# block 1

==> block_1/layer_met1.png <==
Scale bar: 20 um. Supply wires on this layer in gray. Cells faint in the background.
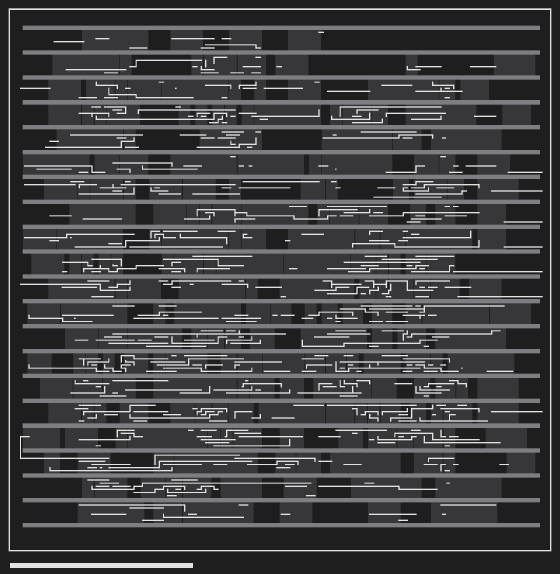

--- config.mk ---
export PLATFORM = sky130hd
export DESIGN_NAME = fifo_stream_reader_flat
export DESIGN_NICKNAME = d
export VERILOG_FILES = /design/src/rtl/fifo_pkg.sv /design/src/rtl/fifo_stream_reader_if.sv /design/src/rtl/fifo_rd_skid_buf.sv /design/src/rtl/fifo_stream_reader.sv /design/src/flat_wrapper.sv
export SDC_FILE = /design/constraint.sdc
export NUM_CORES = 1
export LEC_CHECK = 0
export CORE_UTILIZATION = 48
export CTS_CLUSTER_SIZE = 24
export DETAILED_ROUTE_END_ITERATION = 8
export GPL_ROUTABILITY_DRIVEN = 1
export PLACE_DENSITY = 0.81
export SLEW_MARGIN = 20
export SYNTH_ARGS = -nofsm -noshare
export SYNTH_HDL_FRONTEND = slang
export SYNTH_SLANG_ARGS = --single-unit
export TNS_END_PERCENT = 10
--- constraint.sdc ---
create_clock -name clk -period 1.8 [get_ports clk]
set_input_delay 0.36 -clock clk [delete_from_list [all_inputs] [get_ports clk]]
set_output_delay 0.36 -clock clk [all_outputs]
set_load 0.03 [all_outputs]
--- src/rtl/fifo_pkg.sv ---
// Shared widths and types for the FIFO read-side stream master.
package fifo_pkg;

    localparam int unsigned DEFAULT_DATA_WIDTH = 8;

    typedef logic [DEFAULT_DATA_WIDTH-1:0] data_t;
    typedef logic [1:0]                    buf_cnt_t;

endpackage

--- src/rtl/fifo_stream_reader_if.sv ---
// FIFO read port plus downstream valid/ready stream, bundled for the reader.
interface fifo_stream_reader_if #(
    parameter int unsigned DATA_WIDTH = fifo_pkg::DEFAULT_DATA_WIDTH
);

    logic                  fifo_empty;
    logic                  fifo_rd_en;
    logic [DATA_WIDTH-1:0] fifo_rd_data;
    logic                  m_valid;
    logic                  m_ready;
    logic [DATA_WIDTH-1:0] m_data;

    modport master (
        input  fifo_empty,
        input  fifo_rd_data,
        input  m_ready,
        output fifo_rd_en,
        output m_valid,
        output m_data
    );

    modport slave (
        output fifo_empty,
        output fifo_rd_data,
        output m_ready,
        input  fifo_rd_en,
        input  m_valid,
        input  m_data
    );

endinterface

--- src/rtl/fifo_rd_skid_buf.sv ---
// Two-entry first-word-fall-through register buffer; entry0 is always the head.
module fifo_rd_skid_buf
    import fifo_pkg::*;
#(
    parameter int unsigned DATA_WIDTH = DEFAULT_DATA_WIDTH
) (
    input  logic                  clk,
    input  logic                  rst,
    input  logic                  push,
    input  logic [DATA_WIDTH-1:0] push_data,
    input  logic                  pop,
    output buf_cnt_t              count,
    output logic [DATA_WIDTH-1:0] head_data
);

    logic [DATA_WIDTH-1:0] entry0_q, entry0_d;
    logic [DATA_WIDTH-1:0] entry1_q, entry1_d;
    buf_cnt_t              count_q, count_d;

    always_comb begin
        entry0_d = entry0_q;
        entry1_d = entry1_q;
        count_d  = count_q;
        case ({push, pop})
            2'b10: begin
                if (count_q == 2'd0) entry0_d = push_data;
                else                 entry1_d = push_data;
                count_d = count_q + 2'd1;
            end
            2'b01: begin
                entry0_d = entry1_q;
                count_d  = count_q - 2'd1;
            end
            2'b11: begin
                // Simultaneous push/pop: shift the tail forward when full, else the new word becomes head.
                if (count_q == 2'd2) begin
                    entry0_d = entry1_q;
                    entry1_d = push_data;
                end else begin
                    entry0_d = push_data;
                end
            end
            default: ;
        endcase
    end

    always_ff @(posedge clk) begin
        if (rst) begin
            entry0_q <= '0;
            entry1_q <= '0;
            count_q  <= '0;
        end else begin
            entry0_q <= entry0_d;
            entry1_q <= entry1_d;
            count_q  <= count_d;
        end
    end

    always_ff @(posedge clk) begin
        if (!rst) begin
            assert (!(push && count_q == 2'd2 && !pop));
        end
    end

    assign count     = count_q;
    assign head_data = entry0_q;

endmodule

--- src/rtl/fifo_stream_reader.sv ---
// Read-side master for the synchronous FIFO: credit-limited reads, latency absorption, stream out.
module fifo_stream_reader
    import fifo_pkg::*;
#(
    parameter int unsigned DATA_WIDTH  = DEFAULT_DATA_WIDTH,
    parameter int unsigned COUNT_WIDTH = 16
) (
    input  logic                   clk,
    input  logic                   rst,
    input  logic                   enable,
    fifo_stream_reader_if.master   bus,
    output logic                   idle,
    output logic [COUNT_WIDTH-1:0] word_count
);

    buf_cnt_t               buf_count;
    logic [DATA_WIDTH-1:0]  head_data;
    logic                   m_valid;
    logic                   pop;
    logic                   rd_en;
    logic [2:0]             credit_used;
    logic [2:0]             credit_limit;
    logic                   inflight_q, inflight_d;
    logic [COUNT_WIDTH-1:0] word_count_q, word_count_d;

    fifo_rd_skid_buf #(
        .DATA_WIDTH(DATA_WIDTH)
    ) u_skid_buf (
        .clk      (clk),
        .rst      (rst),
        .push     (inflight_q),
        .push_data(bus.fifo_rd_data),
        .pop      (pop),
        .count    (buf_count),
        .head_data(head_data)
    );

    always_comb begin
        m_valid      = (buf_count != 2'd0);
        pop          = m_valid & bus.m_ready;
        credit_used  = {1'b0, buf_count} + {2'b00, inflight_q};
        credit_limit = 3'd2 + {2'b00, pop};
        // m_ready reaches fifo_rd_en combinationally through pop; keeps full-rate flow with a 2-deep buffer.
        rd_en        = !rst & enable & !bus.fifo_empty & (credit_used < credit_limit);
        inflight_d   = rd_en;
        word_count_d = word_count_q + COUNT_WIDTH'(pop);
    end

    always_ff @(posedge clk) begin
        if (rst) begin
            inflight_q   <= 1'b0;
            word_count_q <= '0;
        end else begin
            inflight_q   <= inflight_d;
            word_count_q <= word_count_d;
        end
    end

    assign bus.fifo_rd_en = rd_en;
    assign bus.m_valid    = m_valid;
    assign bus.m_data     = head_data;
    assign idle           = (buf_count == 2'd0) & !inflight_q;
    assign word_count     = word_count_q;

endmodule

--- src/flat_wrapper.sv ---
// flat-port wrapper written by rule: the top's interface ports become plain ports
module fifo_stream_reader_flat import fifo_pkg::*;
#(
    parameter int unsigned DATA_WIDTH  = DEFAULT_DATA_WIDTH,
    parameter int unsigned COUNT_WIDTH = 16
)
  (clk, rst, enable, idle, word_count, bus_fifo_empty, bus_fifo_rd_data, bus_m_ready, bus_fifo_rd_en, bus_m_valid, bus_m_data);
  fifo_stream_reader_if #(.DATA_WIDTH(DATA_WIDTH)) bus_i ();
  input  logic clk;
  input  logic rst;
  input  logic enable;
  output logic idle;
  output logic [COUNT_WIDTH-1:0] word_count;
  input wire logic [$bits(bus_i.fifo_empty)-1:0] bus_fifo_empty;
  input wire logic [$bits(bus_i.fifo_rd_data)-1:0] bus_fifo_rd_data;
  input wire logic [$bits(bus_i.m_ready)-1:0] bus_m_ready;
  output wire logic [$bits(bus_i.fifo_rd_en)-1:0] bus_fifo_rd_en;
  output wire logic [$bits(bus_i.m_valid)-1:0] bus_m_valid;
  output wire logic [$bits(bus_i.m_data)-1:0] bus_m_data;
  assign bus_i.fifo_empty = bus_fifo_empty;
  assign bus_i.fifo_rd_data = bus_fifo_rd_data;
  assign bus_i.m_ready = bus_m_ready;
  assign bus_fifo_rd_en = bus_i.fifo_rd_en;
  assign bus_m_valid = bus_i.m_valid;
  assign bus_m_data = bus_i.m_data;
  fifo_stream_reader #(.DATA_WIDTH(DATA_WIDTH), .COUNT_WIDTH(COUNT_WIDTH)) u_core (.clk(clk), .rst(rst), .enable(enable), .bus(bus_i), .idle(idle), .word_count(word_count));
endmodule
# block 2

--- src/rtl/sort_pkg.sv ---
// rtl/sort_pkg.sv - shared constants and state type for the sort result streamer
// Purpose: default RAM address/data widths and the streamer FSM state enum.
// Ports: none (package).
package sort_pkg;

    localparam int DEFAULT_SIZE_ADDR = 4;
    localparam int DEFAULT_SIZE_DATA = 8;

    typedef enum logic [1:0] {
        ST_IDLE   = 2'd0,
        ST_READ   = 2'd1,
        ST_DRAIN  = 2'd2,
        ST_FINISH = 2'd3
    } stream_state_t;

endpackage

--- src/rtl/sort_stream_fifo.sv ---
// rtl/sort_stream_fifo.sv - two-entry FIFO between RAM read data and the output stream
// Purpose: buffers up to two read-data words; head word is always visible on o_data.
// Ports:
//   i_clk, i_rst     clock, asynchronous active-high reset (flushes contents)
//   i_push, i_data   write strobe and word (ignored when full)
//   i_pop            remove head word (ignored when empty)
//   o_data           head word
//   o_full, o_empty  occupancy flags
module sort_stream_fifo #(
    parameter int WIDTH = 8
) (
    input  logic             i_clk,
    input  logic             i_rst,
    input  logic             i_push,
    input  logic [WIDTH-1:0] i_data,
    input  logic             i_pop,
    output logic [WIDTH-1:0] o_data,
    output logic             o_full,
    output logic             o_empty
);

    logic [WIDTH-1:0] r_mem [2];
    logic             r_wr_ptr;
    logic             r_rd_ptr;
    logic [1:0]       r_count;
    logic             w_do_push;
    logic             w_do_pop;

    assign o_full    = (r_count == 2'd2);
    assign o_empty   = (r_count == 2'd0);
    assign o_data    = r_mem[r_rd_ptr];
    assign w_do_push = i_push && !o_full;
    assign w_do_pop  = i_pop && !o_empty;

    always_ff @(posedge i_clk or posedge i_rst) begin
        if (i_rst) begin
            r_mem[0] <= '0;
            r_mem[1] <= '0;
            r_wr_ptr <= 1'b0;
            r_rd_ptr <= 1'b0;
            r_count  <= 2'd0;
        end else begin
            if (w_do_push) begin
                r_mem[r_wr_ptr] <= i_data;
                r_wr_ptr        <= ~r_wr_ptr;
            end
            if (w_do_pop) begin
                r_rd_ptr <= ~r_rd_ptr;
            end
            // Simultaneous push and pop keeps the count unchanged.
            case ({w_do_push, w_do_pop})
                2'b10:   r_count <= r_count + 2'd1;
                2'b01:   r_count <= r_count - 2'd1;
                default: r_count <= r_count;
            endcase
        end
    end

endmodule

--- src/rtl/sort_result_streamer.sv ---
// rtl/sort_result_streamer.sv - streams N sorted words out of a RAM as a valid/ready stream
// Purpose: on i_start reads RAM addresses 0..N-1 and emits them in order with o_last on
//   the final word, then pulses o_done. Optional macro STREAM_ORDER_CHECK_EN adds a sticky
//   flag that sets when a transferred word is smaller than the one before it.
// Ports:
//   i_clk, i_rst           clock, asynchronous active-high reset
//   i_start, i_num_elems   start pulse and element count (0 means 2**SIZE_ADDR)
//   o_rd_en, o_rd_addr     RAM read strobe and address
//   i_rd_data              RAM data, valid one cycle after o_rd_en
//   o_valid, o_data,       output stream; transfer when o_valid && i_ready
//   o_last, i_ready
//   o_busy, o_done         stream in progress, one-cycle completion pulse
//   o_order_err            sticky ordering-violation flag (0 when the check is not built)
module sort_result_streamer
    import sort_pkg::*;
#(
    parameter int SIZE_ADDR = DEFAULT_SIZE_ADDR,
    parameter int SIZE_DATA = DEFAULT_SIZE_DATA
) (
    input  logic                 i_clk,
    input  logic                 i_rst,
    input  logic                 i_start,
    input  logic [SIZE_ADDR-1:0] i_num_elems,
    output logic                 o_rd_en,
    output logic [SIZE_ADDR-1:0] o_rd_addr,
    input  logic [SIZE_DATA-1:0] i_rd_data,
    output logic                 o_valid,
    output logic [SIZE_DATA-1:0] o_data,
    output logic                 o_last,
    input  logic                 i_ready,
    output logic                 o_busy,
    output logic                 o_done,
    output logic                 o_order_err
);

    localparam logic [SIZE_ADDR-1:0] ADDR_ONE = {{(SIZE_ADDR-1){1'b0}}, 1'b1};

    stream_state_t        r_state;
    stream_state_t        w_next;
    logic [SIZE_ADDR-1:0] r_last_idx;
    logic [SIZE_ADDR-1:0] r_rd_addr;
    logic [SIZE_ADDR-1:0] r_beat_cnt;
    logic                 r_inflight;

    logic                 w_fifo_full;
    logic                 w_fifo_empty;
    logic [SIZE_DATA-1:0] w_fifo_data;
    logic                 w_pop;
    logic [1:0]           w_occ;
    logic [1:0]           w_occ_after_pop;
    logic [1:0]           w_outstanding;
    logic                 w_rd_en;
    logic                 w_read_last;
    logic                 w_last;
    logic                 w_accept_start;

    sort_stream_fifo #(
        .WIDTH (SIZE_DATA)
    ) u_fifo (
        .i_clk   (i_clk),
        .i_rst   (i_rst),
        .i_push  (r_inflight),
        .i_data  (i_rd_data),
        .i_pop   (w_pop),
        .o_data  (w_fifo_data),
        .o_full  (w_fifo_full),
        .o_empty (w_fifo_empty)
    );

    assign w_pop = !w_fifo_empty && i_ready;
    assign w_occ = w_fifo_full ? 2'd2 : (w_fifo_empty ? 2'd0 : 2'd1);

    // A word leaving this cycle frees its slot, which lets reads run back to back
    // with a ready sink while never holding more than two words in total.
    assign w_occ_after_pop = w_occ - {1'b0, w_pop};
    assign w_outstanding   = w_occ_after_pop + {1'b0, r_inflight};
    assign w_rd_en         = (r_state == ST_READ) && (w_outstanding < 2'd2);
    assign w_read_last     = w_rd_en && (r_rd_addr == r_last_idx);

    // Count 0 wraps to all-ones as the last index, giving a full 2**SIZE_ADDR stream.
    assign w_last          = !w_fifo_empty && (r_beat_cnt == r_last_idx);
    assign w_accept_start  = (r_state == ST_IDLE) && i_start;

    assign o_rd_en   = w_rd_en;
    assign o_rd_addr = r_rd_addr;
    assign o_valid   = !w_fifo_empty;
    assign o_data    = w_fifo_data;
    assign o_last    = w_last;

    always_comb begin
        w_next = r_state;
        o_busy = 1'b1;
        o_done = 1'b0;
        case (r_state)
            ST_IDLE: begin
                o_busy = 1'b0;
                if (i_start) begin
                    w_next = ST_READ;
                end
            end
            ST_READ: begin
                if (w_read_last) begin
                    w_next = ST_DRAIN;
                end
            end
            ST_DRAIN: begin
                if (w_pop && w_last) begin
                    w_next = ST_FINISH;
                end
            end
            ST_FINISH: begin
                o_done = 1'b1;
                w_next = ST_IDLE;
            end
            default: begin
                w_next = ST_IDLE;
            end
        endcase
    end

    always_ff @(posedge i_clk or posedge i_rst) begin
        if (i_rst) begin
            r_state    <= ST_IDLE;
            r_last_idx <= '0;
            r_rd_addr  <= '0;
            r_beat_cnt <= '0;
            r_inflight <= 1'b0;
        end else begin
            r_state    <= w_next;
            r_inflight <= w_rd_en;
            if (w_accept_start) begin
                r_last_idx <= i_num_elems - ADDR_ONE;
                r_rd_addr  <= '0;
                r_beat_cnt <= '0;
            end else begin
                // Address parks on N-1 after the final read instead of running past it.
                if (w_rd_en && !w_read_last) begin
                    r_rd_addr <= r_rd_addr + ADDR_ONE;
                end
                if (w_pop) begin
                    r_beat_cnt <= r_beat_cnt + ADDR_ONE;
                end
            end
        end
    end

`ifdef STREAM_ORDER_CHECK_EN
    logic [SIZE_DATA-1:0] r_prev;
    logic                 r_have_prev;
    logic                 r_order_err;

    always_ff @(posedge i_clk or posedge i_rst) begin
        if (i_rst) begin
            r_prev      <= '0;
            r_have_prev <= 1'b0;
            r_order_err <= 1'b0;
        end else if (w_accept_start) begin
            r_have_prev <= 1'b0;
            r_order_err <= 1'b0;
        end else if (w_pop) begin
            r_prev      <= w_fifo_data;
            r_have_prev <= 1'b1;
            if (r_have_prev && (w_fifo_data < r_prev)) begin
                r_order_err <= 1'b1;
            end
        end
    end

    assign o_order_err = r_order_err;
`else
    assign o_order_err = 1'b0;
`endif

endmodule

--- config.mk ---
export PLATFORM = sky130hd
export DESIGN_NAME = sort_result_streamer
export DESIGN_NICKNAME = d
export VERILOG_FILES = /design/src/rtl/sort_pkg.sv /design/src/rtl/sort_stream_fifo.sv /design/src/rtl/sort_result_streamer.sv
export SDC_FILE = /design/constraint.sdc
export NUM_CORES = 1
export LEC_CHECK = 0
export ABC_AREA = 1
export ABC_CLOCK_PERIOD_IN_PS = 3800
export CORE_UTILIZATION = 55
export DETAILED_ROUTE_END_ITERATION = 16
export PLACE_DENSITY = 0.81
export SYNTH_ARGS = -nofsm -noshare
export SYNTH_HDL_FRONTEND = slang
export SYNTH_SLANG_ARGS = --single-unit
--- constraint.sdc ---
create_clock -name i_clk -period 3.8 [get_ports i_clk]
set_clock_uncertainty 0.2 [all_clocks]
set_input_delay 0.76 -clock i_clk [delete_from_list [all_inputs] [get_ports i_clk]]
set_output_delay 0.76 -clock i_clk [all_outputs]
set_load 0.01 [all_outputs]
==> block_1/congestion.png <==
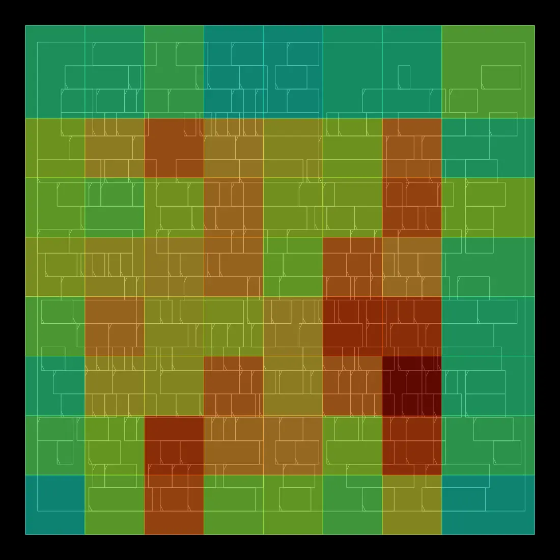
Most Crowded Layer GR: met2
M2 GR Usage: 43.7%
DR WL/cell: 13.8 um
utilization after layout: 71.6%

Notes on block_1/layer_met1.png above:
209 nets have wire on it. The layer holds 41% of the routed length. The layer carries 1540 um of wire. The wires run mostly horizontal.
WL final: 3790 um
met1 Usage GRT: 24.7%
via count: 1505

==> flow_summary.toml, block 1 <==
# generated from flow reports
[status]
status = "finished, violations left"
violations = "negative setup slack"

[die]
core_area_sq_um = 3080
core.rowCount = 20

[sta]
min_period_ns = 1.87
period_used_pct = 104
rsz0062_at_grt = "yes"
fin_worst_skew_ns = 0.00905
setup_viol = 1
final-hold-violation-count = 0
setup_ws_ns = -0.0681

[synthesis]
ys_types = 34
synthMuxAreaShare_pct = 5.12
synth_cells = 178
yosys.area_share.adder_pct = 3.20
yosysSeqAreaShare_pct = 44.8

[finish]
buffers = 53
logic_area_sq_um = 855
sh_seq_area_pct = 32.4
largest_class = "multi-input combinational cells"
area.share.combinational_pct = 38.8

[route]
drt-met1-wl_um = 1540
wl_met3_um = 227
drc = 0

[global_routing]
grt_pass1_wl_um = 6100
met3_usage_pct = 6.55

[power_and_ir_drop]
switching_share_pct = 26.3
comb_power_w = 0.000180
pg_clk_w = 0.000408

[placement]
placed_area_sq_um = 2090

[setup_path]
crit_buf_inv = 1
crit_end = "bus_fifo_rd_en"

[min_path]
hold-path-endpoint = "u_core.u_skid_buf.head_data[4]$_SDFFE_PP0P_"
==> block_2/sizes.png <==
Scale bar: 20 um.
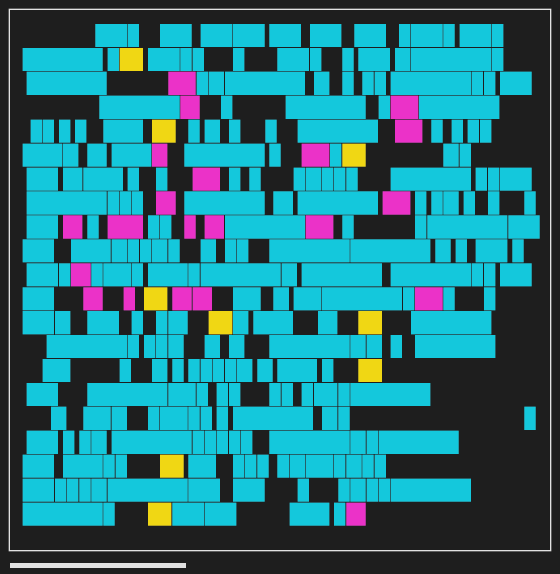
_2 cells: drawn in magenta, cells 21. _3 and _4 cells: drawn in yellow, cells 9. _0 and _1 cells: drawn in cyan, cells 249.
synthesis-to-layout area growth: 20.9%
post-route cell area: 2340 sq um
final worst setup slack: 0.191 ns
Buffers excl. clock: 34

==> flow_summary.toml, block 2 <==
# generated from flow reports
[status]
status = "completed"

[route]
drc = 0
drtIter0Drc = 64
ant_nets = 0
wl_met3_um = 105

[clocking]
cts_buffers = 5
cts_buffer_depth = 2

[finish]
largest_class = "multi-input combinational cells"
nMultiInputCombCells = 169

[global_routing]
antenna_found_initial = 0
met3_usage_pct = 5.67

[synthesis]
ys_sh_aoi_pct = 10.0
ys_types = 27
area_leaders = "dfrtp_1, nand2_1, ha_1"
fp_nets = 269
ys_area_sq_um = 1940

[power_and_ir_drop]
peakVddDrop_mv = 0.450
maxPowerGroup = "combinational cells"
comb_power_w = 0.000993

[sta]
hold_ws_ns = 0.290
rsz0062_at_grt = "no"

[placement]
placed_area_sq_um = 2290
gp_congestion = 0.856

# block 3

--- config.mk ---
export PLATFORM = sky130hd
export DESIGN_NAME = conv3x3_engine
export DESIGN_NICKNAME = d
export VERILOG_FILES = /design/src/rtl/conv3x3_engine.sv
export SDC_FILE = /design/constraint.sdc
export NUM_CORES = 1
export LEC_CHECK = 0
export CORE_MARGIN = 3
export CORE_UTILIZATION = 45
export DETAILED_ROUTE_END_ITERATION = 16
export GPL_TIMING_DRIVEN = 0
export PLACE_DENSITY = 0.65
export SLEW_MARGIN = 5
export SYNTH_ARGS = -nofsm -noshare
export SYNTH_HDL_FRONTEND = slang
export SYNTH_SLANG_ARGS = --single-unit
--- constraint.sdc ---
create_clock -name clk -period 7.4 [get_ports clk]
set_input_delay 1.11 -clock clk [delete_from_list [all_inputs] [get_ports clk]]
set_output_delay 1.11 -clock clk [all_outputs]
set_load 0.005 [all_outputs]
--- src/rtl/conv3x3_engine.sv ---
// conv3x3_engine: 3x3 spatial convolution over a 32x32 signed int8 tensor.
// On a tensor_valid pulse the block sweeps every output pixel in raster order,
// reading the nine neighbours through a 1-cycle-latency RAM port. It
// accumulates tap products, shifts and saturates the result to int8, and
// writes it to the heatmap RAM. It pulses heatmap_valid when the sweep ends.
//
// Ports:
//   clk           pixel clock
//   reset         asynchronous, active-high
//   tensor_valid  pulse: input tensor complete (starts a sweep when idle)
//   raddr         tensor read address {y, x}
//   rdata         signed tensor data, one cycle after raddr
//   out_we        heatmap write enable (one cycle per pixel)
//   out_waddr     heatmap address {v, u}
//   out_wdata     signed saturated result
//   heatmap_valid pulse: heatmap complete
//   busy          sweep in progress
//   frame_drop    pulse: tensor_valid ignored while busy
module conv3x3_engine #(
    parameter logic [71:0] KERNEL = 72'h00_00_00_00_10_00_00_00_00,
    parameter int unsigned SHIFT  = 4
) (
    input  logic       clk,
    input  logic       reset,
    input  logic       tensor_valid,
    output logic [9:0] raddr,
    input  logic [7:0] rdata,
    output logic       out_we,
    output logic [9:0] out_waddr,
    output logic [7:0] out_wdata,
    output logic       heatmap_valid,
    output logic       busy,
    output logic       frame_drop
);

    typedef enum logic [2:0] {StIdle, StRead, StDrain, StWrite, StDone} state_e;

    state_e             state_q;
    logic        [4:0]  u_q, v_q;
    logic        [3:0]  tap_q;
    logic        [9:0]  raddr_q;
    logic               pad_q;
    // Tap index / pad flag of the read whose data is on rdata this cycle.
    logic               mac_vld_q;
    logic        [3:0]  mac_tap_q;
    logic               mac_pad_q;
    logic signed [19:0] acc_q;
    logic               out_we_q;
    logic        [9:0]  out_waddr_q;
    logic        [7:0]  out_wdata_q;
    logic               hv_q;
    logic               fd_q;

    // Next read to issue.
    logic        [4:0]  iss_u, iss_v;
    logic        [3:0]  iss_tap;
    logic        [1:0]  col, row;
    logic        [5:0]  nx, ny;
    logic               iss_pad;
    logic        [9:0]  iss_addr;

    always_comb begin
        iss_u   = 5'd0;
        iss_v   = 5'd0;
        iss_tap = 4'd0;
        if (state_q == StRead) begin
            iss_u   = u_q;
            iss_v   = v_q;
            iss_tap = tap_q + 4'd1;
        end else if (state_q == StWrite) begin
            iss_u   = u_q + 5'd1;
            iss_v   = (u_q == 5'd31) ? v_q + 5'd1 : v_q;
        end
        case (iss_tap)
            4'd0, 4'd3, 4'd6: col = 2'd0;
            4'd1, 4'd4, 4'd7: col = 2'd1;
            default:          col = 2'd2;
        endcase
        row = (iss_tap >= 4'd6) ? 2'd2 : (iss_tap >= 4'd3) ? 2'd1 : 2'd0;
        // 6-bit coordinate: -1 wraps to 63 and 32 sets bit 5, so bit 5 flags padding.
        nx       = {1'b0, iss_u} + {4'b0, col} - 6'd1;
        ny       = {1'b0, iss_v} + {4'b0, row} - 6'd1;
        iss_pad  = nx[5] | ny[5];
        iss_addr = {ny[4:0], nx[4:0]};
    end

    // Multiply-accumulate and output scaling.
    logic signed [7:0]  coef;
    logic signed [15:0] prod;
    logic signed [19:0] term;
    logic signed [19:0] acc_sum;
    logic signed [19:0] shifted;
    logic        [7:0]  sat;

    always_comb begin
        coef    = $signed(KERNEL[{mac_tap_q, 3'b000} +: 8]);
        prod    = $signed(rdata) * coef;
        term    = mac_pad_q ? 20'sd0 : {{4{prod[15]}}, prod};
        acc_sum = acc_q + term;
        shifted = acc_sum >>> SHIFT;
        if (shifted > 20'sd127) begin
            sat = 8'h7f;
        end else if (shifted < -20'sd128) begin
            sat = 8'h80;
        end else begin
            sat = shifted[7:0];
        end
    end

    always_ff @(posedge clk or posedge reset) begin
        if (reset) begin
            state_q     <= StIdle;
            u_q         <= 5'd0;
            v_q         <= 5'd0;
            tap_q       <= 4'd0;
            raddr_q     <= 10'd0;
            pad_q       <= 1'b0;
            mac_vld_q   <= 1'b0;
            mac_tap_q   <= 4'd0;
            mac_pad_q   <= 1'b0;
            acc_q       <= 20'sd0;
            out_we_q    <= 1'b0;
            out_waddr_q <= 10'd0;
            out_wdata_q <= 8'd0;
            hv_q        <= 1'b0;
            fd_q        <= 1'b0;
        end else begin
            fd_q      <= tensor_valid && (state_q != StIdle);
            out_we_q  <= 1'b0;
            hv_q      <= 1'b0;
            mac_vld_q <= (state_q == StRead);
            mac_tap_q <= tap_q;
            mac_pad_q <= pad_q;
            if (mac_vld_q) begin
                acc_q <= acc_sum;
            end
            case (state_q)
                StIdle: begin
                    if (tensor_valid) begin
                        state_q <= StRead;
                        u_q     <= 5'd0;
                        v_q     <= 5'd0;
                        tap_q   <= 4'd0;
                        raddr_q <= iss_addr;
                        pad_q   <= iss_pad;
                        acc_q   <= 20'sd0;
                    end
                end
                StRead: begin
                    if (tap_q == 4'd8) begin
                        state_q <= StDrain;
                    end else begin
                        tap_q   <= iss_tap;
                        raddr_q <= iss_addr;
                        pad_q   <= iss_pad;
                    end
                end
                StDrain: begin
                    // Last product lands this cycle; write the full sum and clear.
                    state_q     <= StWrite;
                    out_we_q    <= 1'b1;
                    out_waddr_q <= {v_q, u_q};
                    out_wdata_q <= sat;
                    acc_q       <= 20'sd0;
                end
                StWrite: begin
                    if (u_q == 5'd31 && v_q == 5'd31) begin
                        state_q <= StDone;
                        hv_q    <= 1'b1;
                    end else begin
                        state_q <= StRead;
                        u_q     <= iss_u;
                        v_q     <= iss_v;
                        tap_q   <= 4'd0;
                        raddr_q <= iss_addr;
                        pad_q   <= iss_pad;
                    end
                end
                StDone: begin
                    state_q <= StIdle;
                end
                default: begin
                    state_q <= StIdle;
                end
            endcase
        end
    end

    assign raddr         = raddr_q;
    assign out_we        = out_we_q;
    assign out_waddr     = out_waddr_q;
    assign out_wdata     = out_wdata_q;
    assign heatmap_valid = hv_q;
    assign frame_drop    = fd_q;
    assign busy          = (state_q != StIdle);

endmodule

# block 4

File: config.mk
export PLATFORM = sky130hd
export DESIGN_NAME = conv3x3_ctrl_flat
export DESIGN_NICKNAME = d
export VERILOG_FILES = /design/src/rtl/conv3x3_ctrl_if.sv /design/src/rtl/conv3x3_ctrl.sv /design/src/flat_wrapper.sv
export SDC_FILE = /design/constraint.sdc
export NUM_CORES = 2
export LEC_CHECK = 0
export ABC_CLOCK_PERIOD_IN_PS = 13800
export CAP_MARGIN = 15
export CORE_ASPECT_RATIO = 0.9
export CORE_UTILIZATION = 54
export DETAILED_ROUTE_END_ITERATION = 16
export HOLD_SLACK_MARGIN = 0.06
export PLACE_DENSITY = 0.79
export SLEW_MARGIN = 20
export SYNTH_ARGS = -nofsm -noshare
export SYNTH_HDL_FRONTEND = slang
export SYNTH_SLANG_ARGS = --single-unit
File: constraint.sdc
create_clock -name clk -period 13.8 [get_ports clk]
set_input_delay 1.38 -clock clk [delete_from_list [all_inputs] [get_ports clk]]
set_output_delay 1.38 -clock clk [all_outputs]
set_load 0.005 [all_outputs]
File: src/rtl/conv3x3_ctrl_if.sv
// Memory port bundle for the convolution sequencer.
// The controller is the master (request side); data memory or its arbiter is
// the slave.
//   mem_req    request valid, held until mem_ready
//   mem_we     1 = write, 0 = read
//   mem_addr   byte address, word aligned
//   mem_wdata  write data
//   mem_ready  request accepted this cycle
//   mem_rvalid read data valid (one cycle per accepted read)
//   mem_rdata  read data
interface conv3x3_ctrl_if #(
    parameter int ADDR_W = 32
);
    logic              mem_req;
    logic              mem_we;
    logic [ADDR_W-1:0] mem_addr;
    logic [31:0]       mem_wdata;
    logic              mem_ready;
    logic              mem_rvalid;
    logic [31:0]       mem_rdata;

    modport master (
        output mem_req,
        output mem_we,
        output mem_addr,
        output mem_wdata,
        input  mem_ready,
        input  mem_rvalid,
        input  mem_rdata
    );

    modport slave (
        input  mem_req,
        input  mem_we,
        input  mem_addr,
        input  mem_wdata,
        output mem_ready,
        output mem_rvalid,
        output mem_rdata
    );
endinterface

File: src/rtl/conv3x3_ctrl.sv
// 3x3 same-size convolution sequencer.
// On start it loads nine weights, then walks the NxN output map in raster
// order. For each output pixel it reads the in-bounds input taps and
// multiply-accumulates them, then writes one output word. Out-of-bounds taps
// are zero padding and cost one cycle with no memory traffic.
//
// Ports
//   clk           system clock
//   rst           asynchronous reset, active low
//   start_i       one-cycle start pulse, ignored while busy
//   fm_dim_i      feature-map side N (low DIM_W bits used)
//   ifm_offset_i  input map base byte address
//   wt_offset_i   weight base byte address
//   ofm_offset_i  output map base byte address
//   idle_o        high in IDLE or DONE
//   done_o        sticky completion flag, cleared by the next start
//   mem           memory master port (see conv3x3_ctrl_if)
//
// state   | meaning
// --------+----------------------------------------------------------
// IDLE    | waiting for start
// LD_WT   | fetching w[0..8], one outstanding read at a time
// RD_IFM  | evaluate tap k: issue read, or skip if in the padding
// WAIT_RD | read pending: waiting for accept, then for rvalid
// MAC     | acc += w[k] * pixel
// WR_OFM  | write acc for the current output pixel
// DONE    | run finished, done_o held until the next start
module conv3x3_ctrl #(
    parameter int DIM_W  = 16,
    parameter int ADDR_W = 32
) (
    input  logic        clk,
    input  logic        rst,
    input  logic        start_i,
    input  logic [31:0] fm_dim_i,
    input  logic [31:0] ifm_offset_i,
    input  logic [31:0] wt_offset_i,
    input  logic [31:0] ofm_offset_i,
    output logic        idle_o,
    output logic        done_o,
    conv3x3_ctrl_if.master mem
);

    typedef enum logic [2:0] {
        S_IDLE,
        S_LD_WT,
        S_RD_IFM,
        S_WAIT_RD,
        S_MAC,
        S_WR_OFM,
        S_DONE
    } state_t;

    state_t state, state_nxt;

    logic [DIM_W-1:0] n_r;
    logic [DIM_W-1:0] x_r;
    logic [DIM_W-1:0] y_r;
    logic [31:0]      ifm_off_r;
    logic [31:0]      wt_off_r;
    logic [31:0]      ofm_off_r;
    logic [3:0]       k_r;
    logic [31:0]      acc_r;
    logic [31:0]      pix_r;
    logic [31:0]      w_r [0:8];
    logic             rd_wait_r;

    logic [1:0]         ky;
    logic [1:0]         kx;
    logic [DIM_W:0]     yk;
    logic [DIM_W:0]     xk;
    logic [DIM_W-1:0]   iy;
    logic [DIM_W-1:0]   ix;
    logic [2*DIM_W-1:0] ifm_prod;
    logic [2*DIM_W-1:0] ofm_prod;
    logic [31:0]        ifm_idx;
    logic [31:0]        ofm_idx;
    logic [31:0]        ifm_addr;
    logic [31:0]        wt_addr;
    logic [31:0]        ofm_addr;
    logic               tap_valid;
    logic               last_k;
    logic               last_x;
    logic               last_px;
    logic               dim_zero;
    logic               req_accept;
    logic               unused_bits;

    // Split k into kernel row/column.
    always_comb begin
        ky = 2'd0;
        kx = 2'd0;
        case (k_r)
            4'd0: begin ky = 2'd0; kx = 2'd0; end
            4'd1: begin ky = 2'd0; kx = 2'd1; end
            4'd2: begin ky = 2'd0; kx = 2'd2; end
            4'd3: begin ky = 2'd1; kx = 2'd0; end
            4'd4: begin ky = 2'd1; kx = 2'd1; end
            4'd5: begin ky = 2'd1; kx = 2'd2; end
            4'd6: begin ky = 2'd2; kx = 2'd0; end
            4'd7: begin ky = 2'd2; kx = 2'd1; end
            4'd8: begin ky = 2'd2; kx = 2'd2; end
            default: begin ky = 2'd0; kx = 2'd0; end
        endcase
    end

    // yk/xk are the input coordinate plus one, so the -1 padding row/column
    // shows up as 0 and the +N one as N+1 without going negative.
    assign yk = {1'b0, y_r} + (DIM_W+1)'(ky);
    assign xk = {1'b0, x_r} + (DIM_W+1)'(kx);
    assign iy = DIM_W'(yk - (DIM_W+1)'(1));
    assign ix = DIM_W'(xk - (DIM_W+1)'(1));

    assign tap_valid = (yk != '0) && (yk <= {1'b0, n_r}) &&
                       (xk != '0) && (xk <= {1'b0, n_r});

    assign ifm_prod = {{DIM_W{1'b0}}, iy}  * {{DIM_W{1'b0}}, n_r};
    assign ofm_prod = {{DIM_W{1'b0}}, y_r} * {{DIM_W{1'b0}}, n_r};
    assign ifm_idx  = 32'(ifm_prod) + 32'(ix);
    assign ofm_idx  = 32'(ofm_prod) + 32'(x_r);
    assign ifm_addr = ifm_off_r + {ifm_idx[29:0], 2'b00};
    assign ofm_addr = ofm_off_r + {ofm_idx[29:0], 2'b00};
    assign wt_addr  = wt_off_r + {26'd0, k_r, 2'b00};

    assign last_k     = (k_r == 4'd8);
    assign last_x     = (x_r == n_r - DIM_W'(1));
    assign last_px    = last_x && (y_r == n_r - DIM_W'(1));
    assign dim_zero   = (fm_dim_i[DIM_W-1:0] == '0);
    assign req_accept = mem.mem_req && mem.mem_ready;

    assign unused_bits = ^{fm_dim_i[31:DIM_W], ifm_idx[31:30], ofm_idx[31:30]};

    assign idle_o = (state == S_IDLE) || (state == S_DONE);

    always_ff @(posedge clk or negedge rst) begin
        if (!rst) begin
            state <= S_IDLE;
        end else begin
            state <= state_nxt;
        end
    end

    always_comb begin
        state_nxt = state;
        case (state)
            S_IDLE, S_DONE: begin
                if (start_i) begin
                    state_nxt = dim_zero ? S_DONE : S_LD_WT;
                end
            end
            S_LD_WT: begin
                if (rd_wait_r && mem.mem_rvalid && last_k) begin
                    state_nxt = S_RD_IFM;
                end
            end
            S_RD_IFM: begin
                if (tap_valid) begin
                    state_nxt = S_WAIT_RD;
                end else if (last_k) begin
                    state_nxt = S_WR_OFM;
                end
            end
            S_WAIT_RD: begin
                // mem_req low here means the read was already accepted
                if (!mem.mem_req && mem.mem_rvalid) begin
                    state_nxt = S_MAC;
                end
            end
            S_MAC: begin
                state_nxt = last_k ? S_WR_OFM : S_RD_IFM;
            end
            S_WR_OFM: begin
                if (req_accept) begin
                    state_nxt = last_px ? S_DONE : S_RD_IFM;
                end
            end
            default: state_nxt = S_IDLE;
        endcase
    end

    always_ff @(posedge clk or negedge rst) begin
        if (!rst) begin
            n_r           <= '0;
            x_r           <= '0;
            y_r           <= '0;
            ifm_off_r     <= '0;
            wt_off_r      <= '0;
            ofm_off_r     <= '0;
            k_r           <= '0;
            acc_r         <= '0;
            pix_r         <= '0;
            rd_wait_r     <= 1'b0;
            done_o        <= 1'b0;
            mem.mem_req   <= 1'b0;
            mem.mem_we    <= 1'b0;
            mem.mem_addr  <= '0;
            mem.mem_wdata <= '0;
            for (int i = 0; i < 9; i++) begin
                w_r[i] <= '0;
            end
        end else begin
            case (state)
                S_IDLE, S_DONE: begin
                    if (start_i) begin
                        n_r       <= fm_dim_i[DIM_W-1:0];
                        ifm_off_r <= ifm_offset_i;
                        wt_off_r  <= wt_offset_i;
                        ofm_off_r <= ofm_offset_i;
                        k_r       <= '0;
                        done_o    <= dim_zero;
                    end
                end
                S_LD_WT: begin
                    if (!mem.mem_req && !rd_wait_r) begin
                        mem.mem_req  <= 1'b1;
                        mem.mem_we   <= 1'b0;
                        mem.mem_addr <= ADDR_W'(wt_addr);
                    end else if (req_accept) begin
                        mem.mem_req <= 1'b0;
                        rd_wait_r   <= 1'b1;
                    end else if (rd_wait_r && mem.mem_rvalid) begin
                        w_r[k_r]  <= mem.mem_rdata;
                        rd_wait_r <= 1'b0;
                        if (last_k) begin
                            k_r   <= '0;
                            x_r   <= '0;
                            y_r   <= '0;
                            acc_r <= '0;
                        end else begin
                            k_r <= k_r + 4'd1;
                        end
                    end
                end
                S_RD_IFM: begin
                    if (tap_valid) begin
                        mem.mem_req  <= 1'b1;
                        mem.mem_we   <= 1'b0;
                        mem.mem_addr <= ADDR_W'(ifm_addr);
                    end else if (!last_k) begin
                        k_r <= k_r + 4'd1;
                    end
                end
                S_WAIT_RD: begin
                    if (mem.mem_req) begin
                        if (mem.mem_ready) begin
                            mem.mem_req <= 1'b0;
                        end
                    end else if (mem.mem_rvalid) begin
                        pix_r <= mem.mem_rdata;
                    end
                end
                S_MAC: begin
                    acc_r <= acc_r + w_r[k_r] * pix_r;
                    if (!last_k) begin
                        k_r <= k_r + 4'd1;
                    end
                end
                S_WR_OFM: begin
                    if (!mem.mem_req) begin
                        mem.mem_req   <= 1'b1;
                        mem.mem_we    <= 1'b1;
                        mem.mem_addr  <= ADDR_W'(ofm_addr);
                        mem.mem_wdata <= acc_r;
                    end else if (mem.mem_ready) begin
                        mem.mem_req <= 1'b0;
                        mem.mem_we  <= 1'b0;
                        acc_r       <= '0;
                        k_r         <= '0;
                        if (last_px) begin
                            done_o <= 1'b1;
                        end else if (last_x) begin
                            x_r <= '0;
                            y_r <= y_r + DIM_W'(1);
                        end else begin
                            x_r <= x_r + DIM_W'(1);
                        end
                    end
                end
                default: ;
            endcase
        end
    end

endmodule

File: src/flat_wrapper.sv
// flat-port wrapper written by rule: the top's interface ports become plain ports
module conv3x3_ctrl_flat 
#(
    parameter int DIM_W  = 16,
    parameter int ADDR_W = 32
)
  (clk, rst, start_i, fm_dim_i, ifm_offset_i, wt_offset_i, ofm_offset_i, idle_o, done_o, mem_mem_req, mem_mem_we, mem_mem_addr, mem_mem_wdata, mem_mem_ready, mem_mem_rvalid, mem_mem_rdata);
  conv3x3_ctrl_if #(.ADDR_W(ADDR_W)) mem_i ();
  input  logic clk;
  input  logic rst;
  input  logic start_i;
  input  logic [31:0] fm_dim_i;
  input  logic [31:0] ifm_offset_i;
  input  logic [31:0] wt_offset_i;
  input  logic [31:0] ofm_offset_i;
  output logic idle_o;
  output logic done_o;
  output wire logic [$bits(mem_i.mem_req)-1:0] mem_mem_req;
  output wire logic [$bits(mem_i.mem_we)-1:0] mem_mem_we;
  output wire logic [$bits(mem_i.mem_addr)-1:0] mem_mem_addr;
  output wire logic [$bits(mem_i.mem_wdata)-1:0] mem_mem_wdata;
  input wire logic [$bits(mem_i.mem_ready)-1:0] mem_mem_ready;
  input wire logic [$bits(mem_i.mem_rvalid)-1:0] mem_mem_rvalid;
  input wire logic [$bits(mem_i.mem_rdata)-1:0] mem_mem_rdata;
  assign mem_mem_req = mem_i.mem_req;
  assign mem_mem_we = mem_i.mem_we;
  assign mem_mem_addr = mem_i.mem_addr;
  assign mem_mem_wdata = mem_i.mem_wdata;
  assign mem_i.mem_ready = mem_mem_ready;
  assign mem_i.mem_rvalid = mem_mem_rvalid;
  assign mem_i.mem_rdata = mem_mem_rdata;
  conv3x3_ctrl #(.DIM_W(DIM_W), .ADDR_W(ADDR_W)) u_core (.clk(clk), .rst(rst), .start_i(start_i), .fm_dim_i(fm_dim_i), .ifm_offset_i(ifm_offset_i), .wt_offset_i(wt_offset_i), .ofm_offset_i(ofm_offset_i), .idle_o(idle_o), .done_o(done_o), .mem(mem_i));
endmodule
==> block_4/layer_met1.png <==
Scale bar: 100 um. Supply wires on this layer in gray. Cells faint in the background.
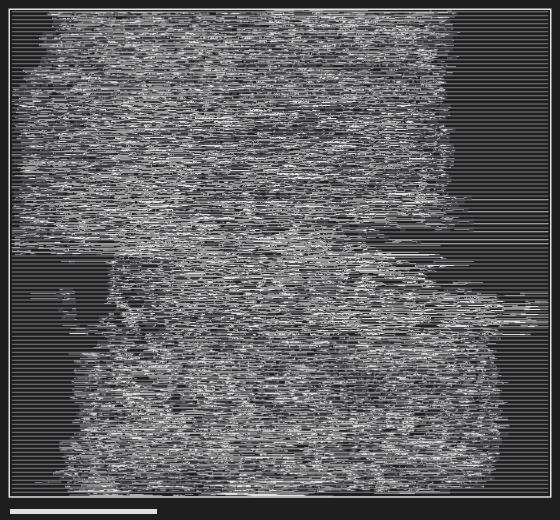
The layer holds 41% of the routed length. 7507 nets have wire on it. The wires run mostly horizontal. The longest straight run is 109 um.
via count: 49000
WL final: 184000 um

==> flow_summary.toml, block 4 <==
# generated from flow reports
[status]
status = "completed"

[finish]
seqCellArea_sq_um = 14300
largest-register = "u_core.w_r"
mostFrequentLayoutCells = "inv_1, nand2_1, fa_1"
area.share.combinational_pct = 63.4
buf_share_pct = 4.24

[route]
routedWlPerCell_um = 22.1
drt-met1-wl_um = 75600
wl_met2_um = 81300
ant_nets = 0

[sta]
drv_slew = 0
fin_worst_skew_ns = 0.0708
period_used_pct = 91.8
setup_tns_ns = 0

[synthesis]
yosys.area_share.adder_pct = 34.8
synthTopLogicFamily = "adder cells"
yosys.area.top_type_share_pct = 26.6
synth_warnings = 0

[die]
core_area_sq_um = 119000
fp_util_pct = 54.4
ioPinCount = 233

[setup_path]
cpMaxStageDelayCell = "xor2_2"
critical_path_depth = 41
crit_family = "adder cells"

[placement]
gp_congestion = 0.955
dp_hpwl_um = 137000

[global_routing]
first_global_vias = 51100

[clocking]
cts_buffer_depth = 3
==> block_3/layer_met1.png <==
Scale bar: 20 um. Supply wires on this layer in gray. Cells faint in the background.
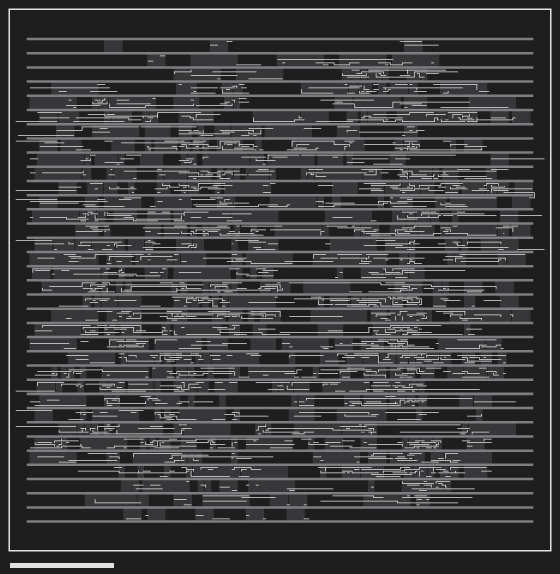
The longest straight run is 31.7 um. The layer carries 4250 um of wire.
met1 Usage GRT: 26.4%
WL final: 9370 um
via count: 3394

==> flow_summary.toml, block 3 <==
# generated from flow reports
[placement]
dp_slack_ns = 2.39

[status]
status = "completed"

[setup_path]
critPathMaxFanout = 8
r2r_slack_ns = 2.88
crit_family = "AND-OR/OR-AND gates"
startpoint = "rdata[7]"

[synthesis]
syn-mean-instance-area_sq_um = 9.52
fp_nets = 496
ys_cells = 449

[finish]
largest_class = "multi-input combinational cells"
n_antenna_cell = 0
buffers = 57
logic_area_sq_um = 2360

[clocking]
clk_pin_slew_ns = 0.08

[min_path]
worstHoldStart = "pad_q$_DFFE_PP0P_"

[route]
drc = 0

[global_routing]
overflow = 0

[sta]
slew_headroom_pct = 46.5
setup_viol = 0

[die]
taps = 126
ioPinCount = 43


## Gallery

A small window of the routed layout.
(a)
Scale bar: 10 um. Window x 11 to 51, y 0 to 40 um. Cells in gray, sequential cells in the stronger gray; small squares are vias.
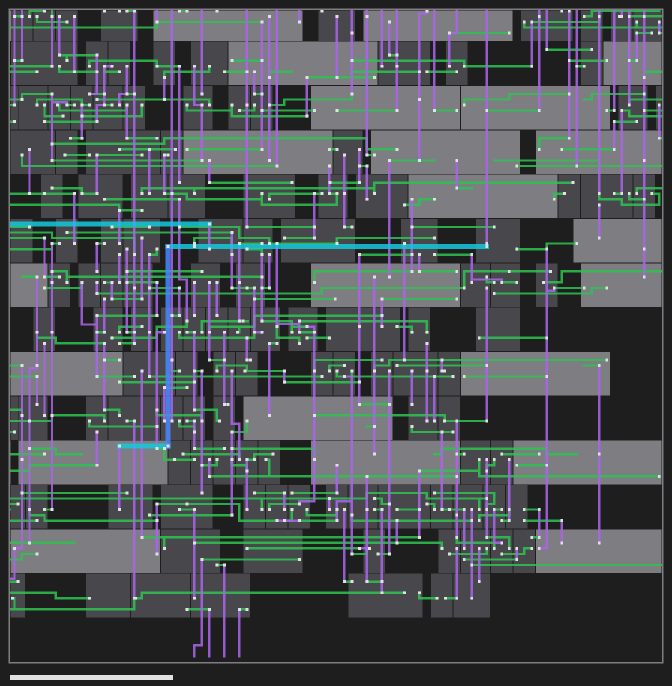
(b)
Scale bar: 10 um. Window x 32 to 72, y 11 to 51 um. Cells in gray, sequential cells in the stronger gray; small squares are vias.
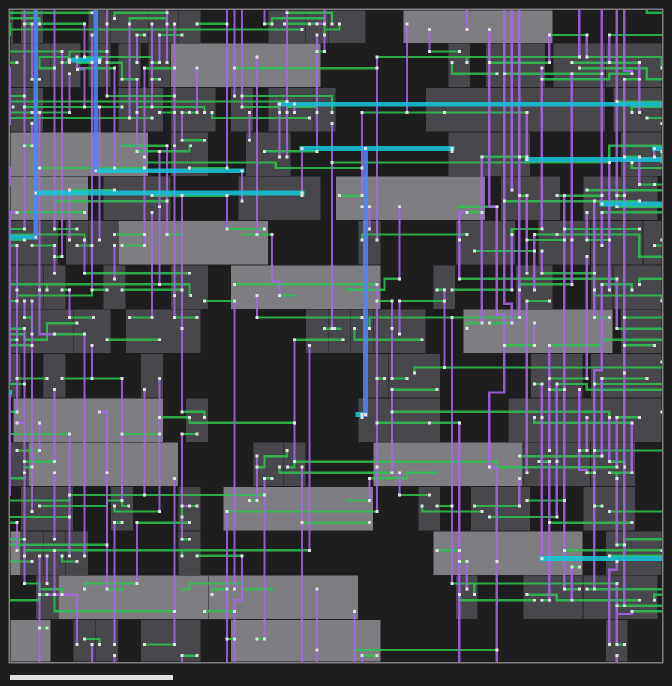
(c)
Scale bar: 10 um. Window x 163 to 203, y 79 to 119 um. Cells in gray, sequential cells in the stronger gray; small squares are vias.
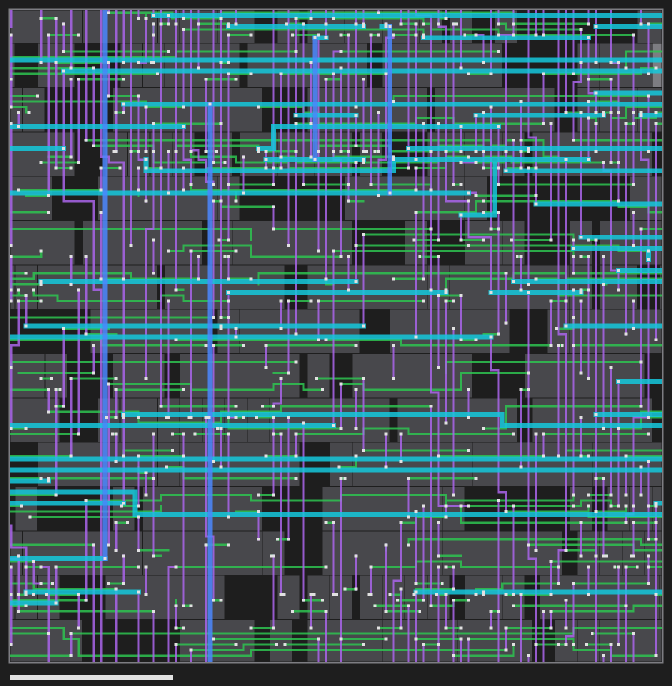
- (a) = block 2
- (b) = block 3
- (c) = block 4

Key to (c):
metal 1: drawn in green. metal 4: drawn in blue. metal 3: drawn in cyan. metal 2: drawn in purple.
Sequential cells in the window: 0. 133 logic cells have their middle in the window. Most frequent: fa_1 (41), inv_1 (35), nand2_1 (27).

